######## design 1 ########
Figure 1. Register map, names as in the netlist (design 1).
The bar under the picture is 20 um long.
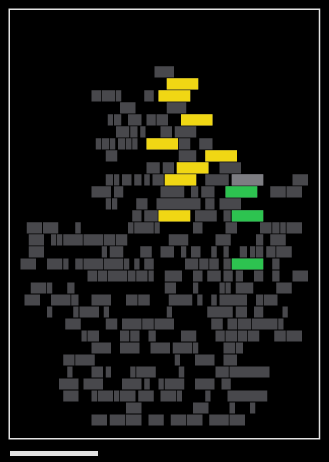

File: config.mk
export PLATFORM = sky130hd
export DESIGN_NAME = sig_control_gen
export DESIGN_NICKNAME = d
export VERILOG_FILES = /design/src/rtl/sig_control_gen.sv
export SDC_FILE = /design/constraint.sdc
export NUM_CORES = 1
export LEC_CHECK = 0
export CAP_MARGIN = 20
export CORE_AREA = 2 2 68 95
export CTS_CLUSTER_SIZE = 28
export DETAILED_ROUTE_END_ITERATION = 8
export DIE_AREA = 0 0 70 97
export GPL_ROUTABILITY_DRIVEN = 0
export PLACE_DENSITY_LB_ADDON = 0.25
export SYNTH_ARGS = -nofsm -noshare
export SYNTH_HDL_FRONTEND = slang
export SYNTH_SLANG_ARGS = --single-unit
File: constraint.sdc
create_clock -name clock -period 3.05 [get_ports clock]
set_input_delay 0.915 -clock clock [delete_from_list [all_inputs] [get_ports clock]]
set_output_delay 0.915 -clock clock [all_outputs]
set_load 0.01 [all_outputs]
File: src/rtl/sig_control_gen.sv
// Highway/country-road signal controller: one timed Moore FSM sharing a
// saturating dwell timer, with all-red clearance, country timeout and night flash.
module sig_control_gen #(
  parameter int unsigned DLY_W      = 3,
  parameter int unsigned TMR_W      = 8,
  parameter int unsigned FLASH_HALF = 2
) (
  input  logic             clock,
  input  logic             clear,
  input  logic             X,
  input  logic             night_mode,
  input  logic [DLY_W-1:0] y2rdelay,
  input  logic [DLY_W-1:0] r2gdelay,
  input  logic [TMR_W-1:0] min_hwy_green,
  input  logic [TMR_W-1:0] max_cntry_green,
  output logic [1:0]       hwy,
  output logic [1:0]       cntry,
  output logic [2:0]       state_o
);

  typedef enum logic [2:0] {
    HG  = 3'd0,
    HY  = 3'd1,
    AR1 = 3'd2,
    CG  = 3'd3,
    CY  = 3'd4,
    AR2 = 3'd5,
    FL  = 3'd6,
    BAD = 3'd7
  } state_t;

  typedef enum logic [1:0] {
    L_RED = 2'd0,
    L_YEL = 2'd1,
    L_GRN = 2'd2,
    L_OFF = 2'd3
  } lamp_t;

  state_t           state_q, state_d;
  logic [TMR_W-1:0] tmr_q, tmr_d;
  logic             phase_q, phase_d;
  logic             toggle;
  logic [TMR_W-1:0] y2r, r2g, flash_end;
  lamp_t            hwy_c, cntry_c;

  assign y2r       = TMR_W'(y2rdelay);
  assign r2g       = TMR_W'(r2gdelay);
  assign flash_end = TMR_W'(FLASH_HALF - 1);

  always_ff @(posedge clock) begin
    if (clear) begin
      state_q <= HG;
      tmr_q   <= '0;
      phase_q <= 1'b0;
    end else begin
      state_q <= state_d;
      tmr_q   <= tmr_d;
      phase_q <= phase_d;
    end
  end

  always_comb begin
    state_d = state_q;
    phase_d = phase_q;
    toggle  = 1'b0;
    unique case (state_q)
      HG: begin
        if (night_mode)                        state_d = FL;
        else if (X && (tmr_q >= min_hwy_green)) state_d = HY;
      end
      HY:  if (tmr_q >= y2r) state_d = AR1;
      AR1: if (tmr_q >= r2g) state_d = CG;
      CG: begin
        if (!X) state_d = CY;
        else if ((max_cntry_green != '0) && (tmr_q >= max_cntry_green)) state_d = CY;
      end
      CY:  if (tmr_q >= y2r) state_d = AR2;
      AR2: if (tmr_q >= r2g) state_d = HG;
      FL: begin
        if (!night_mode) state_d = AR2;
        else if (tmr_q == flash_end) begin
          phase_d = ~phase_q;
          toggle  = 1'b1;
        end
      end
      default: state_d = HG;
    endcase

    // Phase is meaningful only inside FL; clearing it on any state change
    // guarantees FL is always entered in phase 0.
    if (state_d != state_q) phase_d = 1'b0;

    if ((state_d != state_q) || toggle) tmr_d = '0;
    else if (tmr_q != '1)               tmr_d = tmr_q + TMR_W'(1);
    else                                tmr_d = tmr_q;
  end

  always_comb begin
    hwy_c   = L_RED;
    cntry_c = L_RED;
    unique case (state_q)
      HG:  hwy_c   = L_GRN;
      HY:  hwy_c   = L_YEL;
      CG:  cntry_c = L_GRN;
      CY:  cntry_c = L_YEL;
      FL: begin
        if (phase_q) begin
          hwy_c   = L_OFF;
          cntry_c = L_OFF;
        end else begin
          hwy_c   = L_YEL;
        end
      end
      default: ;
    endcase
  end

  assign hwy     = hwy_c;
  assign cntry   = cntry_c;
  assign state_o = state_q;

endmodule

######## design 2 ########
## config.mk

```make
export PLATFORM = sky130hd
export DESIGN_NAME = imem_fetch_ctrl
export DESIGN_NICKNAME = d
export VERILOG_FILES = /design/src/rtl/imem_fetch_ctrl.sv
export SDC_FILE = /design/constraint.sdc
export NUM_CORES = 1
export LEC_CHECK = 0
export ABC_AREA = 1
export CAP_MARGIN = 20
export CORE_ASPECT_RATIO = 1.4
export CORE_MARGIN = 2
export CORE_UTILIZATION = 47
export DETAILED_ROUTE_END_ITERATION = 16
export PLACE_DENSITY = 0.73
export SYNTH_ARGS = -nofsm -noshare
export SYNTH_HDL_FRONTEND = slang
export SYNTH_SLANG_ARGS = --single-unit
```

## constraint.sdc

```tcl
create_clock -name clk -period 4.9 [get_ports clk]
set_input_delay 0.735 -clock clk [delete_from_list [all_inputs] [get_ports clk]]
set_output_delay 0.735 -clock clk [all_outputs]
set_load 0.02 [all_outputs]
```

## src/rtl/imem_fetch_ctrl.sv

```systemverilog
// Instruction fetch sequencer: owns the PC, issues one synchronous-read per cycle,
// buffers returned words in a 2-entry queue and hands them to decode over valid/ready.
module imem_fetch_ctrl #(
   parameter logic [31:0] RESET_PC   = 32'h0000_0000,
   parameter int          IMEM_WORDS = 1024
) (
   input  logic        clk,
   input  logic        rst_n,
   output logic        imem_en,
   output logic [31:0] imem_addr,
   input  logic [31:0] imem_rdata,
   output logic        inst_valid,
   input  logic        inst_ready,
   output logic [31:0] inst,
   output logic [31:0] inst_pc,
   input  logic        redirect_valid,
   input  logic [31:0] redirect_pc,
   output logic        fault,
   output logic [31:0] fault_pc
);

   localparam logic [31:0] LAST_PC = 32'(4 * IMEM_WORDS - 4);

   typedef enum logic [1:0] {
      IDLE,
      RUN,
      FAULT
   } state_t;

   state_t            state_q, state_d;
   logic [31:0]       fetch_pc_q, fetch_pc_d;
   logic              pend_q, pend_d;
   logic [31:0]       pend_pc_q, pend_pc_d;
   logic [1:0][31:0]  q_data_q, q_data_d;
   logic [1:0][31:0]  q_pc_q, q_pc_d;
   logic              rd_ptr_q, rd_ptr_d;
   logic              wr_ptr_q, wr_ptr_d;
   logic [1:0]        count_q, count_d;
   logic              fault_q, fault_d;
   logic [31:0]       fault_pc_q, fault_pc_d;

   logic              q_nonempty;
   logic              pop;
   logic              q_pop;
   logic              push;
   logic              issue_ok;
   logic              in_range;
   logic              flush;
   logic [1:0]        occupancy;

   // A response arriving into an empty queue is presented directly, so a word is
   // visible on inst in the same cycle it leaves the memory.
   always_comb begin
      q_nonempty = (count_q != 2'd0);
      inst_valid = (q_nonempty | pend_q) & (state_q != FAULT);
      inst       = '0;
      inst_pc    = '0;
      if (q_nonempty) begin
         inst    = q_data_q[rd_ptr_q];
         inst_pc = q_pc_q[rd_ptr_q];
      end else if (pend_q) begin
         inst    = imem_rdata;
         inst_pc = pend_pc_q;
      end
      pop       = inst_valid & inst_ready;
      q_pop     = pop & q_nonempty;
      push      = pend_q & ~(pop & ~q_nonempty);
      occupancy = count_q + {1'b0, pend_q};
      issue_ok  = (state_q == RUN) & ~redirect_valid & (occupancy < 2'd2);
      in_range  = (fetch_pc_q <= LAST_PC);
      imem_en   = issue_ok & in_range;
      imem_addr = {fetch_pc_q[31:2], 2'b00};
      fault     = fault_q;
      fault_pc  = fault_pc_q;
   end

   always_comb begin
      state_d    = state_q;
      fetch_pc_d = fetch_pc_q;
      pend_d     = imem_en;
      pend_pc_d  = pend_pc_q;
      q_data_d   = q_data_q;
      q_pc_d     = q_pc_q;
      rd_ptr_d   = rd_ptr_q;
      wr_ptr_d   = wr_ptr_q;
      count_d    = count_q + {1'b0, push} - {1'b0, q_pop};
      fault_d    = fault_q;
      fault_pc_d = fault_pc_q;
      flush      = 1'b0;

      if (q_pop) begin
         rd_ptr_d = ~rd_ptr_q;
      end
      if (push) begin
         q_data_d[wr_ptr_q] = imem_rdata;
         q_pc_d[wr_ptr_q]   = pend_pc_q;
         wr_ptr_d           = ~wr_ptr_q;
      end
      if (imem_en) begin
         pend_pc_d  = imem_addr;
         fetch_pc_d = fetch_pc_q + 32'd4;
      end

      case (state_q)
         IDLE:    state_d = RUN;
         RUN: begin
            if (issue_ok & ~in_range) begin
               state_d    = FAULT;
               fault_d    = 1'b1;
               fault_pc_d = fetch_pc_q;
               flush      = 1'b1;
            end
         end
         FAULT:   state_d = FAULT;
         default: state_d = IDLE;
      endcase

      // Redirect wins over everything, including a fault raised in the same cycle.
      if (redirect_valid) begin
         flush      = 1'b1;
         fetch_pc_d = redirect_pc;
         if (redirect_pc[1:0] != 2'b00) begin
            state_d    = FAULT;
            fault_d    = 1'b1;
            fault_pc_d = redirect_pc;
         end else begin
            state_d = RUN;
            fault_d = 1'b0;
         end
      end

      if (flush) begin
         pend_d   = 1'b0;
         rd_ptr_d = 1'b0;
         wr_ptr_d = 1'b0;
         count_d  = 2'd0;
      end
   end

   always_ff @(posedge clk or negedge rst_n) begin
      if (!rst_n) begin
         state_q    <= IDLE;
         fetch_pc_q <= RESET_PC;
         pend_q     <= 1'b0;
         pend_pc_q  <= '0;
         q_data_q   <= '0;
         q_pc_q     <= '0;
         rd_ptr_q   <= 1'b0;
         wr_ptr_q   <= 1'b0;
         count_q    <= 2'd0;
         fault_q    <= 1'b0;
         fault_pc_q <= '0;
      end else begin
         state_q    <= state_d;
         fetch_pc_q <= fetch_pc_d;
         pend_q     <= pend_d;
         pend_pc_q  <= pend_pc_d;
         q_data_q   <= q_data_d;
         q_pc_q     <= q_pc_d;
         rd_ptr_q   <= rd_ptr_d;
         wr_ptr_q   <= wr_ptr_d;
         count_q    <= count_d;
         fault_q    <= fault_d;
         fault_pc_q <= fault_pc_d;
      end
   end

endmodule

```

Figure 2. Wiring by layer (design 2).
Only two layers are drawn.
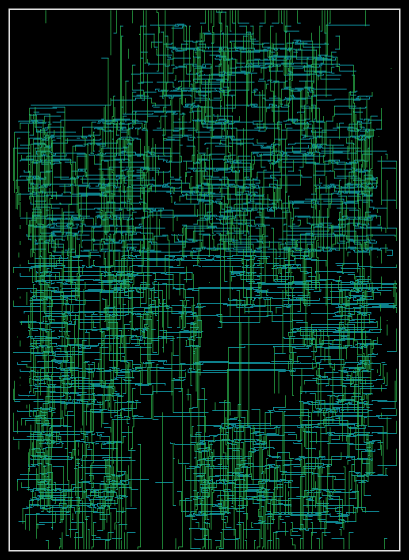
M1 -> cyan  # wire length 11500 um
M2 -> green  # wire length 13400 um
DR WL/cell: 15.4 um
routed wire length: 27300 um

==> flow_metrics.tcl, design 2 <==
# flow metrics
set metrics [dict create \
    busiest_layer "met2" \
    seq_area_um2 5660 \
    dieHeight_um 183 \
    slowest_delay_ns 0.68 \
    hp-class "primary input to async pin" \
    tightest_slew_ns 1.02 \
    buf_share_pct 15.4 \
    final-hold-violation-count 0 \
    taps 301 \
    area.share.sequential_pct 42.2 \
    ys_warn_count 0 \
    placed_cell_area_um2 12600 \
    critPathBufInv 3 \
    powerComb_w 0.000638 \
    p_seq_share_pct 45.7 \
    io_pins 199 \
    yosys_cells 1336 \
    detailedPlace.worstSlack_ns 1.68 \
    core_area_um2 22500 \
    ant_nets 0 \
    tns_ns 0 \
    status "finished clean" \
    nets 1528 \
    muxShareOfSynthArea_pct 0 \
    totalPowerFinal_w 0.00443 \
    synth_area_um2 10800 \
    worstPathRequired_ns 4.16 \
    area_growth_pct 24.1 \
    ctsLongestPathBuffers 3 \
    layoutNonFillerInstCount 1771 \
    largest_reg_flops 64 \
    power_frac_clock_pct 39.9 \
    top_cell "nand2_1" \
    diodes 0 \
    layout.cells.most_common "nand2_1" \
    critPathKind "flip-flop to output pin" \
    fp-utilization_pct 48.0 \
    cts_root_buffer "clkbuf_16" \
    flops 226 \
    finalClockSkew_ns 0.0113 \
    synth_cells 1336 \
    cts_resized 0 \
]
Figure 3. Wiring by layer (design 1).
Only two layers are drawn.
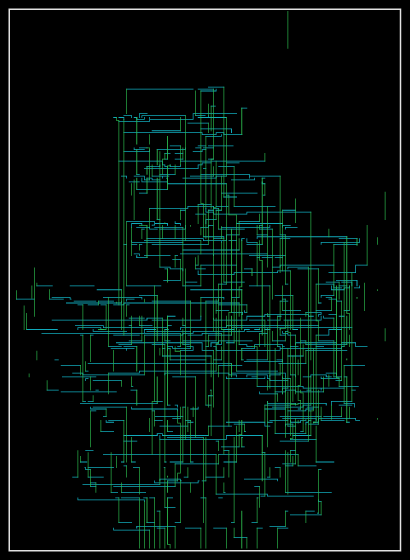
M1 -> cyan  # wire length 1870 um
M2 -> green  # wire length 1990 um

Figure 4. Clock nets (design 1).
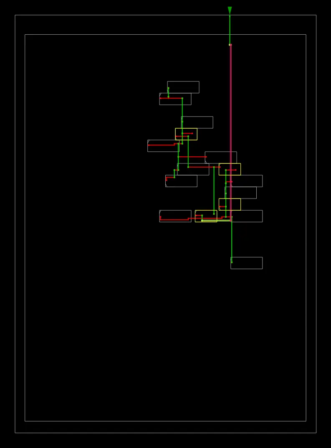
Clock Skew: 0.000372 ns
Worst-Skew Late Latency: 0.24 ns
clock network power: 0.000170 W

## Picture notes: Figure 1
`tmr_q` -> yellow  # flops 8
`state_o` -> green  # flops 3
not colored = 1
Flop+latch power: 0.000230 W
Layout Utilization: 35.7%
Flop area: 240 um2

==> flow_metrics.tcl, design 1 <==
# flow metrics
set metrics [dict create \
    tool_warnings 28 \
    area_growth_pct 45.1 \
    diodes 0 \
    ys_sh_simple_pct 26.8 \
    grt_max_degree 15 \
    swShare_pct 39.9 \
    cap_violations 0 \
    cp_num_cells 10 \
    critPathBufInv 3 \
    grt_pass1_vias 1478 \
    worstPathRequired_ns 3.20 \
    status "finished clean" \
    grt_use_met3_pct 0.729 \
    combGateArea_um2 1170 \
    drc 0 \
    dr.first_iter.drc_count 104 \
    synth.cellmix.compoundShare_pct 24.2 \
    io_pins 33 \
    flops 12 \
    io_buffers 32 \
    r2r_cells 9 \
    layout.cells.most_common "clkdlybuf4s50_1" \
    reg2reg_from "tmr_q[0]" \
    post-route-period-util_pct 98.2 \
    core_area_um2 5860 \
    global_route.usage.met1_pct 15.9 \
    detailedPlace.worstSlack_ns -0.259 \
    ff_type "dfxtp_1" \
    tightest_slew_ns 0.536 \
    rrSetupSlack_ns 0.51 \
    clk_share_pct 2.63 \
    cts_sinks 12 \
    tns_ns 0 \
    ys_ff 12 \
    nets 285 \
    die_area_um2 6790 \
    fp-utilization_pct 24.6 \
    path_cells "clkdlybuf4s50_1, inv_1, ha_1, nor2_1, a2111oi_1, or4_1, a32oi_2, nand2_2, buf_4, a211oi_1" \
]


## Gallery

Pin map.
Pins as bars across the die edge, other pins in gray.
panel A
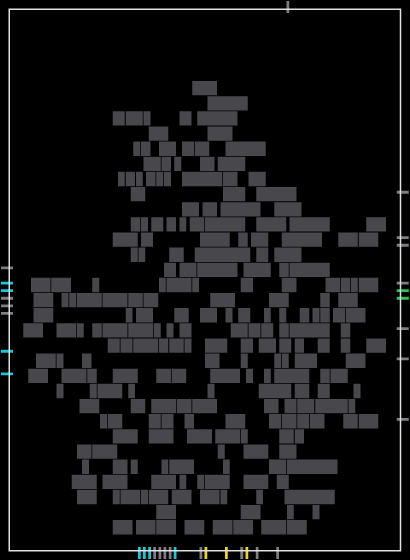
panel B
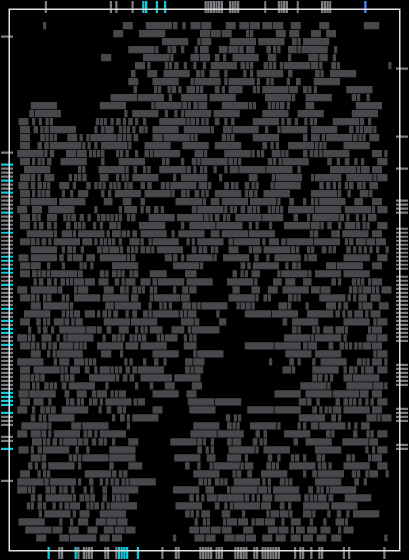
| from | picture |
|---|---|
| design 2 | panel B |
| design 1 | panel A |

No activity file was given, so power comes from the tool's default toggle rates.
